# ---- block 1 ----
==> block_1/placement_by_type.png <==
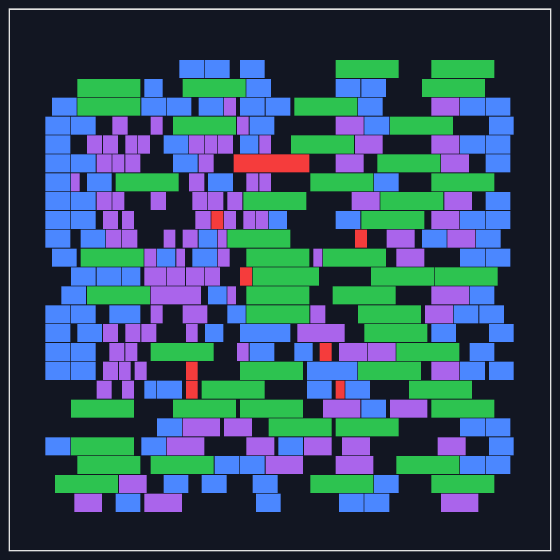

[config.mk]
export PLATFORM = sky130hd
export DESIGN_NAME = rom_port_arbiter
export DESIGN_NICKNAME = d
export VERILOG_FILES = /design/src/rtl/rom_port_arbiter.sv
export SDC_FILE = /design/constraint.sdc
export NUM_CORES = 1
export LEC_CHECK = 0
export CORE_MARGIN = 5
export CORE_UTILIZATION = 45
export CTS_BUF_LIST = sky130_fd_sc_hd__clkbuf_2
export DETAILED_ROUTE_END_ITERATION = 10
export PLACE_DENSITY_LB_ADDON = 0.08
export SLEW_MARGIN = 5
export SYNTH_ARGS = -nofsm -noshare
export SYNTH_HDL_FRONTEND = slang
export SYNTH_SLANG_ARGS = --single-unit
[constraint.sdc]
create_clock -name i_clk -period 3.3 [get_ports i_clk]
set_input_delay 0.66 -clock i_clk [delete_from_list [all_inputs] [get_ports i_clk]]
set_output_delay 0.66 -clock i_clk [all_outputs]
set_load 0.005 [all_outputs]
[src/rtl/rom_port_arbiter.sv]
// Round-robin sharing of the synchronous instruction-ROM read port
// between instruction fetch (IF) and data/constant load (LD).
module rom_port_arbiter #(
  parameter int ROM_DATA_WIDTH = 16,
  parameter int ROM_ADDR_WIDTH = 12,
  parameter int ROM_LATENCY    = 1
) (
  input  logic                      i_clk,
  input  logic                      i_rst,
  input  logic                      i_if_req,
  input  logic [ROM_ADDR_WIDTH-1:0] i_if_addr,
  output logic                      o_if_gnt,
  output logic                      o_if_rvalid,
  output logic [ROM_DATA_WIDTH-1:0] o_if_rdata,
  input  logic                      i_if_flush,
  input  logic                      i_ld_req,
  input  logic [ROM_ADDR_WIDTH-1:0] i_ld_addr,
  output logic                      o_ld_gnt,
  output logic                      o_ld_rvalid,
  output logic [ROM_DATA_WIDTH-1:0] o_ld_rdata,
  output logic [ROM_ADDR_WIDTH-1:0] rom_addr,
  output logic                      rom_re,
  input  logic [ROM_DATA_WIDTH-1:0] rom_din
);

  localparam logic OWN_IF = 1'b0;
  localparam logic OWN_LD = 1'b1;

  generate
    if (ROM_LATENCY < 1 || ROM_LATENCY > 4) begin : g_bad_lat
      $error("rom_port_arbiter: ROM_LATENCY must be 1..4");
    end
  endgenerate

  logic                      last_q, last_d;
  logic [ROM_ADDR_WIDTH-1:0] hold_q, hold_d;
  logic [ROM_LATENCY-1:0]    tv_q, tv_d;
  logic [ROM_LATENCY-1:0]    to_q, to_d;
  logic                      if_rv_q, if_rv_d;
  logic                      ld_rv_q, ld_rv_d;
  logic [ROM_DATA_WIDTH-1:0] if_rd_q, if_rd_d;
  logic [ROM_DATA_WIDTH-1:0] ld_rd_q, ld_rd_d;

  logic if_ok, ld_ok;
  logic if_gnt, ld_gnt, gnt;
  logic tail_v, tail_o;

  // A flushing IF never competes, so LD can take the slot.
  always_comb begin
    if_ok  = i_rst & i_if_req & ~i_if_flush;
    ld_ok  = i_rst & i_ld_req;
    if_gnt = 1'b0;
    ld_gnt = 1'b0;
    unique case (1'b1)
      (if_ok & ld_ok): begin
        if (last_q == OWN_LD) if_gnt = 1'b1;
        else                  ld_gnt = 1'b1;
      end
      (if_ok & ~ld_ok): if_gnt = 1'b1;
      (~if_ok & ld_ok): ld_gnt = 1'b1;
      default: ;
    endcase
    gnt = if_gnt | ld_gnt;
  end

  always_comb begin
    hold_d = hold_q;
    last_d = last_q;
    if (if_gnt) begin
      hold_d = i_if_addr;
      last_d = OWN_IF;
    end else if (ld_gnt) begin
      hold_d = i_ld_addr;
      last_d = OWN_LD;
    end
  end

  // Tag pipe mirrors the ROM latency; flush kills IF tags in flight.
  always_comb begin
    tv_d    = '0;
    to_d    = '0;
    tv_d[0] = gnt;
    to_d[0] = ld_gnt;
    for (int i = 1; i < ROM_LATENCY; i++) begin
      tv_d[i] = tv_q[i-1]
              & ~(i_if_flush & (to_q[i-1] == OWN_IF));
      to_d[i] = to_q[i-1];
    end
  end

  always_comb begin
    tail_v  = tv_q[ROM_LATENCY-1];
    tail_o  = to_q[ROM_LATENCY-1];
    if_rv_d = tail_v & (tail_o == OWN_IF) & ~i_if_flush;
    ld_rv_d = tail_v & (tail_o == OWN_LD);
    if_rd_d = if_rv_d ? rom_din : if_rd_q;
    ld_rd_d = ld_rv_d ? rom_din : ld_rd_q;
  end

  always_ff @(posedge i_clk or negedge i_rst) begin
    if (!i_rst) begin
      last_q  <= OWN_LD;
      hold_q  <= '0;
      tv_q    <= '0;
      to_q    <= '0;
      if_rv_q <= 1'b0;
      ld_rv_q <= 1'b0;
      if_rd_q <= '0;
      ld_rd_q <= '0;
    end else begin
      last_q  <= last_d;
      hold_q  <= hold_d;
      tv_q    <= tv_d;
      to_q    <= to_d;
      if_rv_q <= if_rv_d;
      ld_rv_q <= ld_rv_d;
      if_rd_q <= if_rd_d;
      ld_rd_q <= ld_rd_d;
    end
  end

  always_comb begin
    o_if_gnt    = if_gnt;
    o_ld_gnt    = ld_gnt;
    rom_re      = gnt;
    rom_addr    = hold_d;
    o_if_rvalid = if_rv_q;
    o_ld_rvalid = ld_rv_q;
    o_if_rdata  = if_rd_q;
    o_ld_rdata  = ld_rd_q;
  end

endmodule

# ---- block 2 ----
### src/rtl/hazard_scoreboard_if.sv
// Operand-hazard bundle between the decode/issue pipeline and the scoreboard.
// The master side (pipeline) drives operand, issue, forwarding and writeback
// information. The slave side (scoreboard) returns stall/forward decisions
// and status.
interface hazard_scoreboard_if #(
  parameter int NUM_SRC = 3,
  parameter int NUM_FWD = 5,
  parameter int DATA_W  = 64,
  parameter int ADDR_W  = 5
);
  localparam int NREG = 2 ** ADDR_W;

  logic [NUM_SRC-1:0]             src_en;
  logic [NUM_SRC-1:0][ADDR_W-1:0] src_addr;
  logic                           iss_valid;
  logic                           iss_wen;
  logic                           iss_long;
  logic [ADDR_W-1:0]              iss_dst;
  logic [NUM_FWD-1:0]             fwd_valid;
  logic [NUM_FWD-1:0]             fwd_rdy;
  logic [NUM_FWD-1:0][ADDR_W-1:0] fwd_dst;
  logic [NUM_FWD-1:0][DATA_W-1:0] fwd_data;
  logic                           wb_valid;
  logic [ADDR_W-1:0]              wb_dst;
  logic                           flush;

  logic                           stall;
  logic                           clear;
  logic [NUM_SRC-1:0]             src_mux;
  logic [NUM_SRC-1:0][DATA_W-1:0] src_fwd;
  logic [NREG-1:0]                pending;
  logic [31:0]                    stall_cycles;
  logic                           timeout_err;

  modport master (
    output src_en, src_addr, iss_valid, iss_wen, iss_long, iss_dst,
           fwd_valid, fwd_rdy, fwd_dst, fwd_data, wb_valid, wb_dst, flush,
    input  stall, clear, src_mux, src_fwd, pending, stall_cycles, timeout_err
  );

  modport slave (
    input  src_en, src_addr, iss_valid, iss_wen, iss_long, iss_dst,
           fwd_valid, fwd_rdy, fwd_dst, fwd_data, wb_valid, wb_dst, flush,
    output stall, clear, src_mux, src_fwd, pending, stall_cycles, timeout_err
  );
endinterface

### src/rtl/hazard_scoreboard.sv
// Register hazard scoreboard: forwarding source selection, RAW/WAW stall
// generation, pending-register tracking for variable-latency results, and
// a stall counter with a sticky watchdog.
module hazard_scoreboard #(
  parameter int          NUM_SRC = 3,
  parameter int          NUM_FWD = 5,
  parameter int          DATA_W  = 64,
  parameter int          ADDR_W  = 5,
  parameter int unsigned TIMEOUT = 1024
) (
  input  logic            clk,
  input  logic            reset,
  hazard_scoreboard_if.slave bus
);
  localparam int NREG = 2 ** ADDR_W;
  localparam logic [31:0] CNT_MAX = 32'hFFFF_FFFF;

  logic [NREG-1:0]                pending_q, pending_d;
  logic [31:0]                    stall_cycles_q, stall_cycles_d;
  logic [31:0]                    run_q, run_d;
  logic                           timeout_q, timeout_d;

  logic [NUM_SRC-1:0]             hit_any;
  logic [NUM_SRC-1:0]             sel_rdy;
  logic [NUM_SRC-1:0]             blocked;
  logic [NUM_SRC-1:0][DATA_W-1:0] src_fwd;
  logic                           waw;
  logic                           stall;
  logic                           accept;

  // Per-port priority select of the youngest matching forward source and
  // blocking decision (selected source not ready, or pending with no forward).
  always_comb begin
    hit_any = '0;
    sel_rdy = '0;
    src_fwd = '0;
    blocked = '0;
    for (int p = 0; p < NUM_SRC; p++) begin
      for (int f = 0; f < NUM_FWD; f++) begin
        if (!hit_any[p] && bus.fwd_valid[f] &&
            (bus.fwd_dst[f] == bus.src_addr[p]) && (bus.fwd_dst[f] != '0)) begin
          hit_any[p] = 1'b1;
          sel_rdy[p] = bus.fwd_rdy[f];
          src_fwd[p] = bus.fwd_data[f];
        end
      end
      blocked[p] = bus.src_en[p] && (bus.src_addr[p] != '0) &&
                   (hit_any[p] ? !sel_rdy[p] : pending_q[bus.src_addr[p]]);
    end
  end

  assign waw    = bus.iss_valid && bus.iss_wen && (bus.iss_dst != '0) &&
                  pending_q[bus.iss_dst];
  // Reset is folded in so the pipeline never sees a stall during reset.
  assign stall  = ((|blocked) || waw) && bus.iss_valid && !bus.flush && !reset;
  assign accept = bus.iss_valid && !stall && !bus.flush;

  // Scoreboard next state: flush wipes everything; otherwise the issue set
  // is applied after the writeback clear so the set wins on a collision.
  always_comb begin
    pending_d = pending_q;
    if (bus.flush) begin
      pending_d = '0;
    end else begin
      if (bus.wb_valid) begin
        pending_d[bus.wb_dst] = 1'b0;
      end
      if (accept && bus.iss_wen && bus.iss_long && (bus.iss_dst != '0)) begin
        pending_d[bus.iss_dst] = 1'b1;
      end
    end
    pending_d[0] = 1'b0;
  end

  // Saturating total stall count, consecutive-run counter and sticky watchdog.
  always_comb begin
    stall_cycles_d = stall_cycles_q;
    run_d          = '0;
    timeout_d      = timeout_q;
    if (stall) begin
      if (stall_cycles_q != CNT_MAX) begin
        stall_cycles_d = stall_cycles_q + 32'd1;
      end
      run_d = (run_q != CNT_MAX) ? run_q + 32'd1 : run_q;
      if (run_d >= TIMEOUT) begin
        timeout_d = 1'b1;
      end
    end
  end

  // State registers with synchronous reset.
  always_ff @(posedge clk) begin
    if (reset) begin
      pending_q      <= '0;
      stall_cycles_q <= '0;
      run_q          <= '0;
      timeout_q      <= 1'b0;
    end else begin
      pending_q      <= pending_d;
      stall_cycles_q <= stall_cycles_d;
      run_q          <= run_d;
      timeout_q      <= timeout_d;
    end
  end

  assign bus.stall        = stall;
  assign bus.clear        = stall;
  assign bus.src_mux      = hit_any;
  assign bus.src_fwd      = src_fwd;
  assign bus.pending      = pending_q;
  assign bus.stall_cycles = stall_cycles_q;
  assign bus.timeout_err  = timeout_q;
endmodule

### src/flat_wrapper.sv
// flat-port wrapper written by rule: the top's interface ports become plain ports
module hazard_scoreboard_flat 
#(
  parameter int          NUM_SRC = 3,
  parameter int          NUM_FWD = 5,
  parameter int          DATA_W  = 64,
  parameter int          ADDR_W  = 5,
  parameter int unsigned TIMEOUT = 1024
)
  (clk, reset, bus_src_en, bus_src_addr, bus_iss_valid, bus_iss_wen, bus_iss_long, bus_iss_dst, bus_fwd_valid, bus_fwd_rdy, bus_fwd_dst, bus_fwd_data, bus_wb_valid, bus_wb_dst, bus_flush, bus_stall, bus_clear, bus_src_mux, bus_src_fwd, bus_pending, bus_stall_cycles, bus_timeout_err);
  hazard_scoreboard_if #(.NUM_SRC(NUM_SRC), .NUM_FWD(NUM_FWD), .DATA_W(DATA_W), .ADDR_W(ADDR_W)) bus_i ();
  input  logic clk;
  input  logic reset;
  input wire logic [$bits(bus_i.src_en)-1:0] bus_src_en;
  input wire logic [$bits(bus_i.src_addr)-1:0] bus_src_addr;
  input wire logic [$bits(bus_i.iss_valid)-1:0] bus_iss_valid;
  input wire logic [$bits(bus_i.iss_wen)-1:0] bus_iss_wen;
  input wire logic [$bits(bus_i.iss_long)-1:0] bus_iss_long;
  input wire logic [$bits(bus_i.iss_dst)-1:0] bus_iss_dst;
  input wire logic [$bits(bus_i.fwd_valid)-1:0] bus_fwd_valid;
  input wire logic [$bits(bus_i.fwd_rdy)-1:0] bus_fwd_rdy;
  input wire logic [$bits(bus_i.fwd_dst)-1:0] bus_fwd_dst;
  input wire logic [$bits(bus_i.fwd_data)-1:0] bus_fwd_data;
  input wire logic [$bits(bus_i.wb_valid)-1:0] bus_wb_valid;
  input wire logic [$bits(bus_i.wb_dst)-1:0] bus_wb_dst;
  input wire logic [$bits(bus_i.flush)-1:0] bus_flush;
  output wire logic [$bits(bus_i.stall)-1:0] bus_stall;
  output wire logic [$bits(bus_i.clear)-1:0] bus_clear;
  output wire logic [$bits(bus_i.src_mux)-1:0] bus_src_mux;
  output wire logic [$bits(bus_i.src_fwd)-1:0] bus_src_fwd;
  output wire logic [$bits(bus_i.pending)-1:0] bus_pending;
  output wire logic [$bits(bus_i.stall_cycles)-1:0] bus_stall_cycles;
  output wire logic [$bits(bus_i.timeout_err)-1:0] bus_timeout_err;
  assign bus_i.src_en = bus_src_en;
  assign bus_i.src_addr = bus_src_addr;
  assign bus_i.iss_valid = bus_iss_valid;
  assign bus_i.iss_wen = bus_iss_wen;
  assign bus_i.iss_long = bus_iss_long;
  assign bus_i.iss_dst = bus_iss_dst;
  assign bus_i.fwd_valid = bus_fwd_valid;
  assign bus_i.fwd_rdy = bus_fwd_rdy;
  assign bus_i.fwd_dst = bus_fwd_dst;
  assign bus_i.fwd_data = bus_fwd_data;
  assign bus_i.wb_valid = bus_wb_valid;
  assign bus_i.wb_dst = bus_wb_dst;
  assign bus_i.flush = bus_flush;
  assign bus_stall = bus_i.stall;
  assign bus_clear = bus_i.clear;
  assign bus_src_mux = bus_i.src_mux;
  assign bus_src_fwd = bus_i.src_fwd;
  assign bus_pending = bus_i.pending;
  assign bus_stall_cycles = bus_i.stall_cycles;
  assign bus_timeout_err = bus_i.timeout_err;
  hazard_scoreboard #(.NUM_SRC(NUM_SRC), .NUM_FWD(NUM_FWD), .DATA_W(DATA_W), .ADDR_W(ADDR_W), .TIMEOUT(TIMEOUT)) u_core (.clk(clk), .reset(reset), .bus(bus_i));
endmodule
### config.mk
export PLATFORM = sky130hd
export DESIGN_NAME = hazard_scoreboard_flat
export DESIGN_NICKNAME = d
export VERILOG_FILES = /design/src/rtl/hazard_scoreboard_if.sv /design/src/rtl/hazard_scoreboard.sv /design/src/flat_wrapper.sv
export SDC_FILE = /design/constraint.sdc
export NUM_CORES = 1
export LEC_CHECK = 0
export ABC_AREA = 1
export CELL_PAD_IN_SITES_DETAIL_PLACEMENT = 1
export CELL_PAD_IN_SITES_GLOBAL_PLACEMENT = 1
export CORE_AREA = 2 2 257 259
export DETAILED_ROUTE_END_ITERATION = 7
export DIE_AREA = 0 0 259 261
export PLACE_DENSITY_LB_ADDON = 0.1
export SYNTH_ARGS = -nofsm -noshare
export SYNTH_HDL_FRONTEND = slang
export SYNTH_SLANG_ARGS = --single-unit
### constraint.sdc
create_clock -name clk -period 3.3 [get_ports clk]
set_clock_uncertainty 0.2 [all_clocks]
set_input_delay 0.33 -clock clk [delete_from_list [all_inputs] [get_ports clk]]
set_output_delay 0.33 -clock clk [all_outputs]
set_load 0.05 [all_outputs]
==> block_1/clocks.png <==
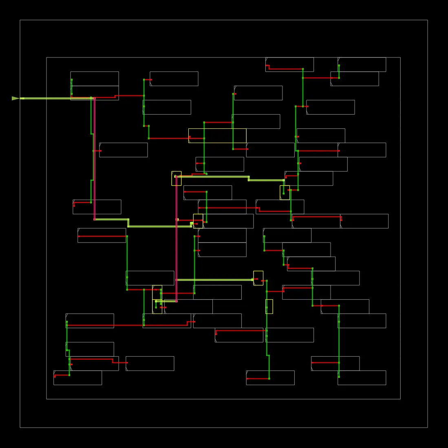
number of buffers added by the clock tree synthesis step: 5
CTS sink cnt: 49
clock insertion delay at the later pin of the skew report: 0.40 ns
worst setup skew after layout: 0.0139 ns

About block_1/placement_by_type.png:
color	class	cells
purple	combinational and other logic	95
red	clock drivers and dummy loads	8
green	sequential cells	49
blue	remaining buffers and delay cells	105
Rows: 24
placeable core area: 0.00441 mm²
final std cell area, no fill: 0.00318 mm²

==> summary.txt, block 1 <==
Reports from this run.

- The run finished with clean final reports.
- The fraction of the yosys area taken by sequential cells reads 0.592.
- The portion of the layout cell area used by non-clock buffers is 0.328.
- The total power is around 1700 µW.
- The longest individual stage delay on the worst path is around 0.6 ns.
- The share of cell area taken by flip-flops and latches reads 0.386.
- The quantity of I/O buffers inserted on ports reads about 93.
- The main kind of combinational logic by area reads multiplexers.
- Excluding fillers, the count of instances in the completed layout stands at 309.
- In the global route stage, met3 resource usage came out at 0.0625.
- The power dissipated in the clock network is a little over 300 µW.
- The end point of the critical path is rom_addr[3].
- The fraction of synthesized cell area taken by the top area cell type reads 0.579.
- The origin of the critical flop-to-flop path is tail_o.
- The power report attributes to the sequential group a share of 0.475.
- For this design, Yosys synthesis ends with a cell count of approximately 150.
- The post-synthesis register bit count is 49.
- The number of inverters outside the clock class in the layout reads 2.
- Setup repair after global routing could not meet its margin everywhere.
- The met2 usage in global routing reads 0.300.
- The detailed-placement wirelength estimate reads 4.08 mm.
- The unique cell type count in the Yosys netlist reads 25.
## block 1: synthesized netlist by cell type, drive strengths merged
cell	instances
nor3	12
and2b	1
dfstp	1
and3b	1
buf	6
nor2	1
nand4	12
a31oi	12
nand3b	2
nand2	3
nor3b	1
o21ai	13
o21a	1
clkbuf	4
mux2	32
dfrtp	48
or2	1
inv	2
nor2b	1
## block 1: registers in the layout (all words and copies together) (netlist names)
signal,flops
o_if_rdata,16
last_q,1
tail_v,1
o_ld_rvalid,1
hold_q,12
tail_o,1
o_ld_rdata,16
o_if_rvalid,1
==> block_2/clk_routes.png <==
Bar = 100 µm.
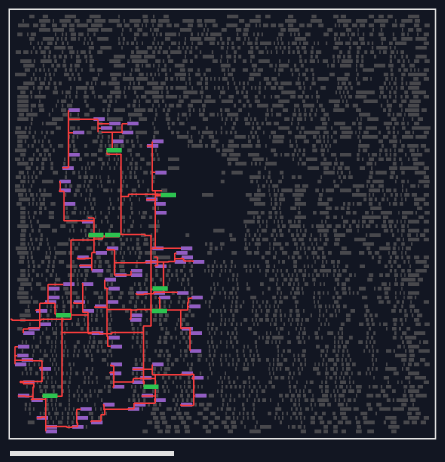
[purple] flip-flops | count: 96
[red] clock wires | length: 1570 µm
[green] clock drivers | count: 9
routed clock nets	10
clock insertion delay at the later pin of the skew report: 0.38 ns
Clk network pwr share: 0.227

==> block_2/power_grid.png <==
Bar = 100 µm. Pins as bars on the die edge.
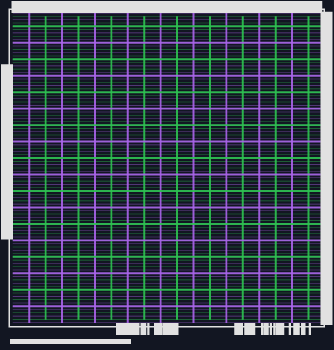
color	net
green	VDD
purple	VSS
rows	94
met5 straps	18
die extent in x: 259 µm
die height: 261 µm

==> summary.txt, block 2 <==
Reports from this run.

- The flow ran to the end, and the final reports show no timing, DRC or antenna violations.
- The longest individual stage delay on the worst path reads 0.47 ns.
- Setup repair after global routing could not meet its margin everywhere.
- The clock slew seen by the registers of the worst setup and hold paths reads around 0.070 ns.
- The instance count along the most critical hold path is 2.
- The number of nets in the finished design is 3813.
- The largest individual stage delay along the critical path comes from the cell clkdlybuf4s50_1.
- The final timing summary puts the cycle share of the worst path at 0.989.
- The classification of the worst setup path is in -> out.
- The gate-level netlist out of Yosys references around 40 unique cell types.
- The number of nets at floorplan reads between 3000 and 4000.
- The post-synthesis register bit count is around 96.
- The number of global-route vias before repair reads 23800.
- Per the synthesis report, the adder-cell share of the synthesized area is 0.00180.
- The count of multi-input combinational gates reads 2063.
- The slew at the pin with the worst max-slew slack is approximately 1.0 ns.
- Following the worst setup path forward leads to its endpoint at bus_src_fwd[93].
- The library cell with the largest summed area after synthesis is nand2_1.
- The initial antenna violation count is 21.
- The logic depth of the worst path, buffers included reads 15.
- The level count of the clock H-tree reads 3.
- The standard-cell row count reads 94.
- The number of inverters outside the clock class in the layout is approximately 310.
- The ratio of cells with drive above 1 in the final layout reads 0.197.
- The final timing report counts setup violations totalling 0.
- The worst reg-to-reg setup slack reads between 0.4 and 0.5 ns.
- The sequential standard cell area reads roughly 0.0019 mm².
[block 2: power by group through the flow]
stage	clock network, µW	logic (µW)	registers, µW
floorplan	0	1000	1190
global placement	0	2560	1190
detailed placement	0	2580	1190
CTS	1170	2650	1160
global route	1200	2820	1160
finish	1130	2700	1160
[block 2: state kept, by name, indices dropped and copies added, names as in the netlist]
register                 flops
u_core.bus.pending          31
u_core.bus.stall_cycles     32
u_core.bus.timeout_err       1
u_core.run_q                32

# ---- block 3 ----
==> block_3/power_grid.png <==
Bar = 20 µm. Pins as bars on the die edge.
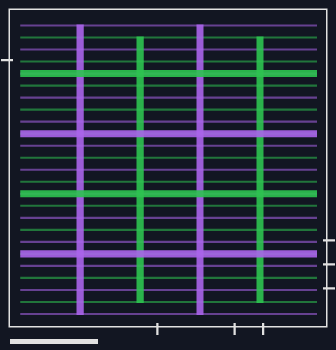
==> block_3/placement_by_type.png <==
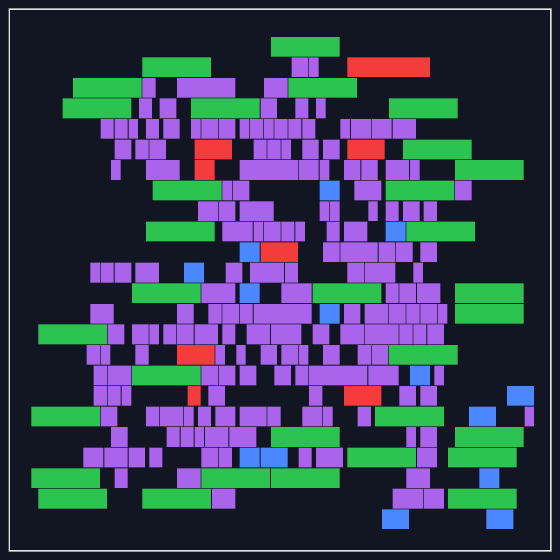
$ cat src/rtl/button_debounce.sv
// Push-button debouncer: two-flop synchronizer, four-state settle FSM and
// registered level / press / release / long-press outputs.
// Optional feature macro: BUTTON_DEBOUNCE_LONG_PRESS_EN (long-press detector);
// when it is undefined the long-press counter is absent and long_press_o is 0.
//
// state          | meaning
// RELEASED       | button accepted as up, waiting for a high sample
// SETTLE_PRESS   | high seen, counting stable high cycles before accepting press
// PRESSED        | button accepted as down, waiting for a low sample
// SETTLE_RELEASE | low seen, counting stable low cycles before accepting release
`timescale 1ns/1ps

module button_debounce #(
    parameter int DEBOUNCE_CYCLES   = 250000,
    parameter int LONG_PRESS_CYCLES = 25000000
) (
    input  logic clk,
    input  logic rst_n,
    input  logic btn_i,
    output logic level_o,
    output logic press_o,
    output logic release_o,
    output logic long_press_o
);

    localparam int          CNT_W    = 26;
    localparam int          CNT_LIM  = (1 << CNT_W) - 1;
    localparam logic [25:0] DEB_LAST = 26'(DEBOUNCE_CYCLES - 1);
    localparam logic [25:0] CNT_MAX  = '1;

    // Reject parameter values the 26-bit counters cannot represent.
    if (DEBOUNCE_CYCLES < 1 || DEBOUNCE_CYCLES > CNT_LIM) begin : g_bad_debounce
        $error("DEBOUNCE_CYCLES out of range 1..2^26-1");
    end
    if (LONG_PRESS_CYCLES < 1 || LONG_PRESS_CYCLES > CNT_LIM) begin : g_bad_long_press
        $error("LONG_PRESS_CYCLES out of range 1..2^26-1");
    end

    typedef enum logic [1:0] {
        RELEASED       = 2'd0,
        SETTLE_PRESS   = 2'd1,
        PRESSED        = 2'd2,
        SETTLE_RELEASE = 2'd3
    } state_t;

    state_t      state, state_nxt;
    logic        sync1, sync2;
    logic [25:0] cnt, cnt_nxt;
    logic        press_nxt, release_nxt, level_nxt;

    // Two-flop synchronizer for the asynchronous button level.
    always_ff @(posedge clk or negedge rst_n) begin
        if (!rst_n) begin
            sync1 <= 1'b0;
            sync2 <= 1'b0;
        end else begin
            sync1 <= btn_i;
            sync2 <= sync1;
        end
    end

    // State, debounce counter and registered outputs.
    always_ff @(posedge clk or negedge rst_n) begin
        if (!rst_n) begin
            state     <= RELEASED;
            cnt       <= '0;
            level_o   <= 1'b0;
            press_o   <= 1'b0;
            release_o <= 1'b0;
        end else begin
            state     <= state_nxt;
            cnt       <= cnt_nxt;
            level_o   <= level_nxt;
            press_o   <= press_nxt;
            release_o <= release_nxt;
        end
    end

    // Next-state, counter and pulse decode from the synchronized sample.
    always_comb begin
        state_nxt   = state;
        cnt_nxt     = cnt;
        press_nxt   = 1'b0;
        release_nxt = 1'b0;
        case (state)
            RELEASED: begin
                if (sync2) begin
                    state_nxt = SETTLE_PRESS;
                    cnt_nxt   = '0;
                end
            end
            SETTLE_PRESS: begin
                if (!sync2) begin
                    state_nxt = RELEASED;
                    cnt_nxt   = '0;
                end else if (cnt == DEB_LAST) begin
                    state_nxt = PRESSED;
                    cnt_nxt   = '0;
                    press_nxt = 1'b1;
                end else if (cnt != CNT_MAX) begin
                    cnt_nxt = cnt + 26'd1;
                end
            end
            PRESSED: begin
                if (!sync2) begin
                    state_nxt = SETTLE_RELEASE;
                    cnt_nxt   = '0;
                end
            end
            SETTLE_RELEASE: begin
                if (sync2) begin
                    state_nxt = PRESSED;
                    cnt_nxt   = '0;
                end else if (cnt == DEB_LAST) begin
                    state_nxt   = RELEASED;
                    cnt_nxt     = '0;
                    release_nxt = 1'b1;
                end else if (cnt != CNT_MAX) begin
                    cnt_nxt = cnt + 26'd1;
                end
            end
            default: begin
                state_nxt = RELEASED;
                cnt_nxt   = '0;
            end
        endcase
        level_nxt = (state_nxt == PRESSED) || (state_nxt == SETTLE_RELEASE);
    end

`ifdef BUTTON_DEBOUNCE_LONG_PRESS_EN
    localparam logic [25:0] LP_LAST   = 26'(LONG_PRESS_CYCLES - 1);
    localparam logic [25:0] LP_TARGET = 26'(LONG_PRESS_CYCLES);

    logic [25:0] lcnt;
    logic        held;

    assign held = (state == PRESSED) || (state == SETTLE_RELEASE);

    // Hold-time counter: restarts on an accepted press, parks at the threshold
    // so the pulse fires once per press. A release on the same edge wins, and
    // the check only runs while already held so it never lands on the press edge.
    always_ff @(posedge clk or negedge rst_n) begin
        if (!rst_n) begin
            lcnt         <= '0;
            long_press_o <= 1'b0;
        end else begin
            long_press_o <= 1'b0;
            if (press_nxt) begin
                lcnt <= '0;
            end else if (held) begin
                if (lcnt != LP_TARGET) begin
                    lcnt <= lcnt + 26'd1;
                end
                if (lcnt == LP_LAST && !release_nxt) begin
                    long_press_o <= 1'b1;
                end
            end
        end
    end
`else
    assign long_press_o = 1'b0;
`endif

endmodule

$ cat config.mk
export PLATFORM = sky130hd
export DESIGN_NAME = button_debounce
export DESIGN_NICKNAME = d
export VERILOG_FILES = /design/src/rtl/button_debounce.sv
export SDC_FILE = /design/constraint.sdc
export NUM_CORES = 1
export LEC_CHECK = 0
export CAP_MARGIN = 20
export CORE_MARGIN = 2
export CORE_UTILIZATION = 45
export CTS_BUF_LIST = sky130_fd_sc_hd__clkbuf_8 sky130_fd_sc_hd__clkbuf_16
export DETAILED_ROUTE_END_ITERATION = 12
export SLEW_MARGIN = 20
export SYNTH_ARGS = -nofsm -noshare
export SYNTH_HDL_FRONTEND = slang
export SYNTH_SLANG_ARGS = --single-unit
export TNS_END_PERCENT = 1
$ cat constraint.sdc
create_clock -name clk -period 2.6 [get_ports clk]
set_input_delay 0.78 -clock clk [delete_from_list [all_inputs] [get_ports clk]]
set_output_delay 0.78 -clock clk [all_outputs]
set_load 0.02 [all_outputs]
==> summary.txt <==
Reports from this run.

- The number of global-route vias before repair reads roughly 1800.
- Looking at hold timing, the worst path starts from sync1.
- In this run, power in combinational logic comes to 94.5 µW.
- The count of cells in the finished layout, fillers not included, comes to roughly 280.
- The unique cell type count in the Yosys netlist is 55.
- The clock tree from TritonCTS reads built.
- The number of sinks driven by the clock tree reads 32.
- The cell-mix breakdown from Yosys lists the adder-cell area share as 0.00610.
- STA shows the worst min-delay path finishing at sync2.
- The count of max-cap constraint violations is 0.
- The count of flip-flops and latches is 32.
- The floorplan step records an initial core utilization of 0.468.
- In the CTS report, the clock slew at the register clock pins of the worst setup and hold paths is listed as around 0.070 ns.
- The classification of the worst setup path is reg -> reg.
- The total count of hold-check failures in the final report reads 0.
- For this design the static power due to leakage is slightly below 0.0009 µW.
- The stage-log warning count reads 26.
- The sum of met2 wire segment lengths after detailed routing is approximately 2.3 mm.
- The number of antenna-violating nets in the routed design is 0.
- The highest metal layer with signal wires reads met4.
- The routed via count is around 1900.
- The most instantiated library cell after synthesis is dfrtp_1.
- The critical path's top delay family is simple AND/OR/NAND/NOR gates.
- The placement summary gives the final routability congestion estimate as around 0.89.
- The root buffer cell reads clkbuf_8.
- The multi-input combinational area share is 0.507.
- The global routing usage summed across all routing layers is 0.220.
- The clock latency at the later pin of the worst-skew pair reads around 0.29 ns.
- The average cell area after synthesis is between 9 and 10 µm².
- The cell count of the worst reg-to-reg path is 7.
- The total grt overflow reads 0.
- Endpoints with negative setup slack in the final report add up to 0.
- Of the total synthesized cell area, the portion taken by XOR and XNOR cells is 0.00427.
- The number of ports placed on the die boundary reads 7.
- The run finished with clean final reports.
- The busiest metal layer after global routing reads met1.
- The wire length on met3 reads roughly 330 µm.
- During tapcell insertion the tool placed around 52 well taps.
- The multi-input combinational cells in the finished layout cover a total of ~0.0011 mm².
- The first-iteration detailed-routing DRC count reads about 250.
- Data arrives at the worst endpoint at 2.59 ns.
- The maximum clock insertion buffer count reads 2.
- The power share of the clock group is 0.417.
- Looking at the reg2reg group, the worst path starts from cnt[0].
About block_3/power_grid.png:
color	net
purple	VSS
green	VDD
rows	24
met4 straps	4
die height: 71.5 µm
placeable core area: 0.00438 mm²
IR Drop Worst-Case VDD: 0.290 mV
die extent in x: 71.5 µm

About block_3/placement_by_type.png:
color	class	cells
green	sequential cells	32
red	clock drivers and dummy loads	8
purple	combinational and other logic	175
blue	remaining buffers and delay cells	14
final std cell area, no fill: 0.00225 mm²
Rows: 24
Util after Layout: 0.514
Seq area share: 0.355

==> stage by stage <==
stage / utilization / power (µW) / worst slack [ns] / hold slack (ns)
3_5_place_dp: 0.489 / 680 / 0.225 / 0.340
4_1_cts: 0.514 / 1160 / 0.211 / 0.358
5_1_grt: 0.514 / 1200 / 0.0546 / 0.371
2_1_floorplan: - / 647 / 0.550 / 0.331
3_3_place_gp: 0.489 / 673 / 0.316 / 0.334
6_report: 0.514 / 1150 / 0.185 / 0.355
==> state kept, by name, indices dropped and copies added (netlist names) <==
name / flops
cnt: 26
level_o: 1
press_o: 1
release_o: 1
state: 1
sync1: 1
sync2: 1


==> screenshots <==
Metal layers overlaid.
(a)
Bar = 20 µm.
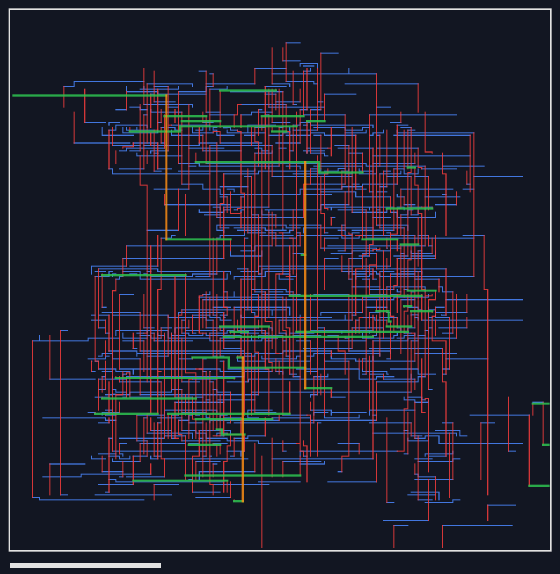
(b)
Bar = 100 µm.
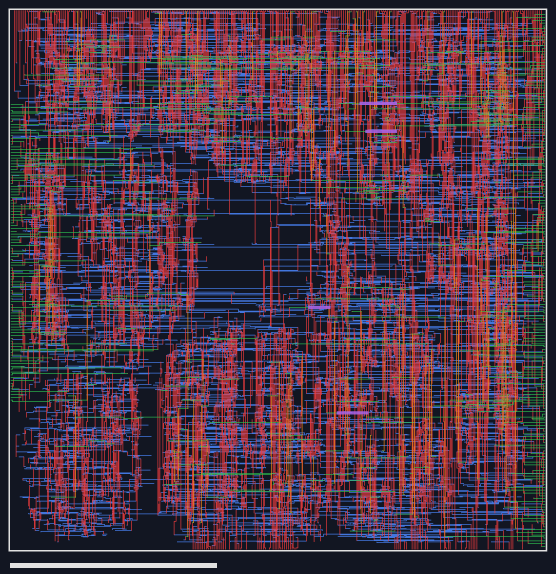
(c)
Bar = 20 µm.
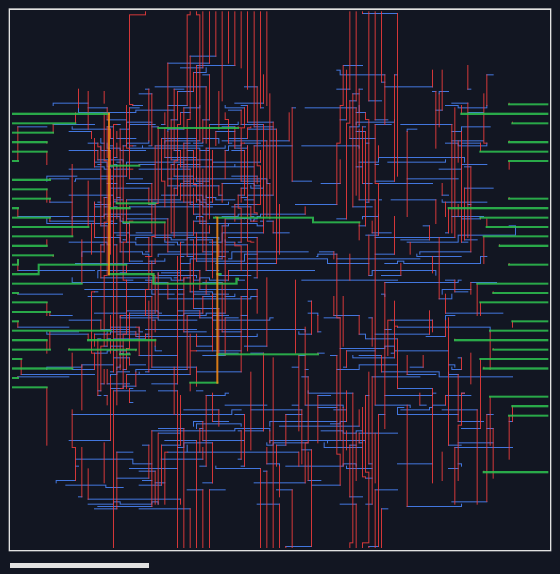
The one with the smallest die is (a).
The one with the most wire is (b).
(b) is block 2.
(c) is block 1.
(a) is block 3.

Key to (a):
color	layer	wire length
red	metal 2	2350 µm
blue	metal 1	2410 µm
green	metal 3	328 µm
orange	metal 4	68.0 µm

Power and IR drop assume default switching activity.
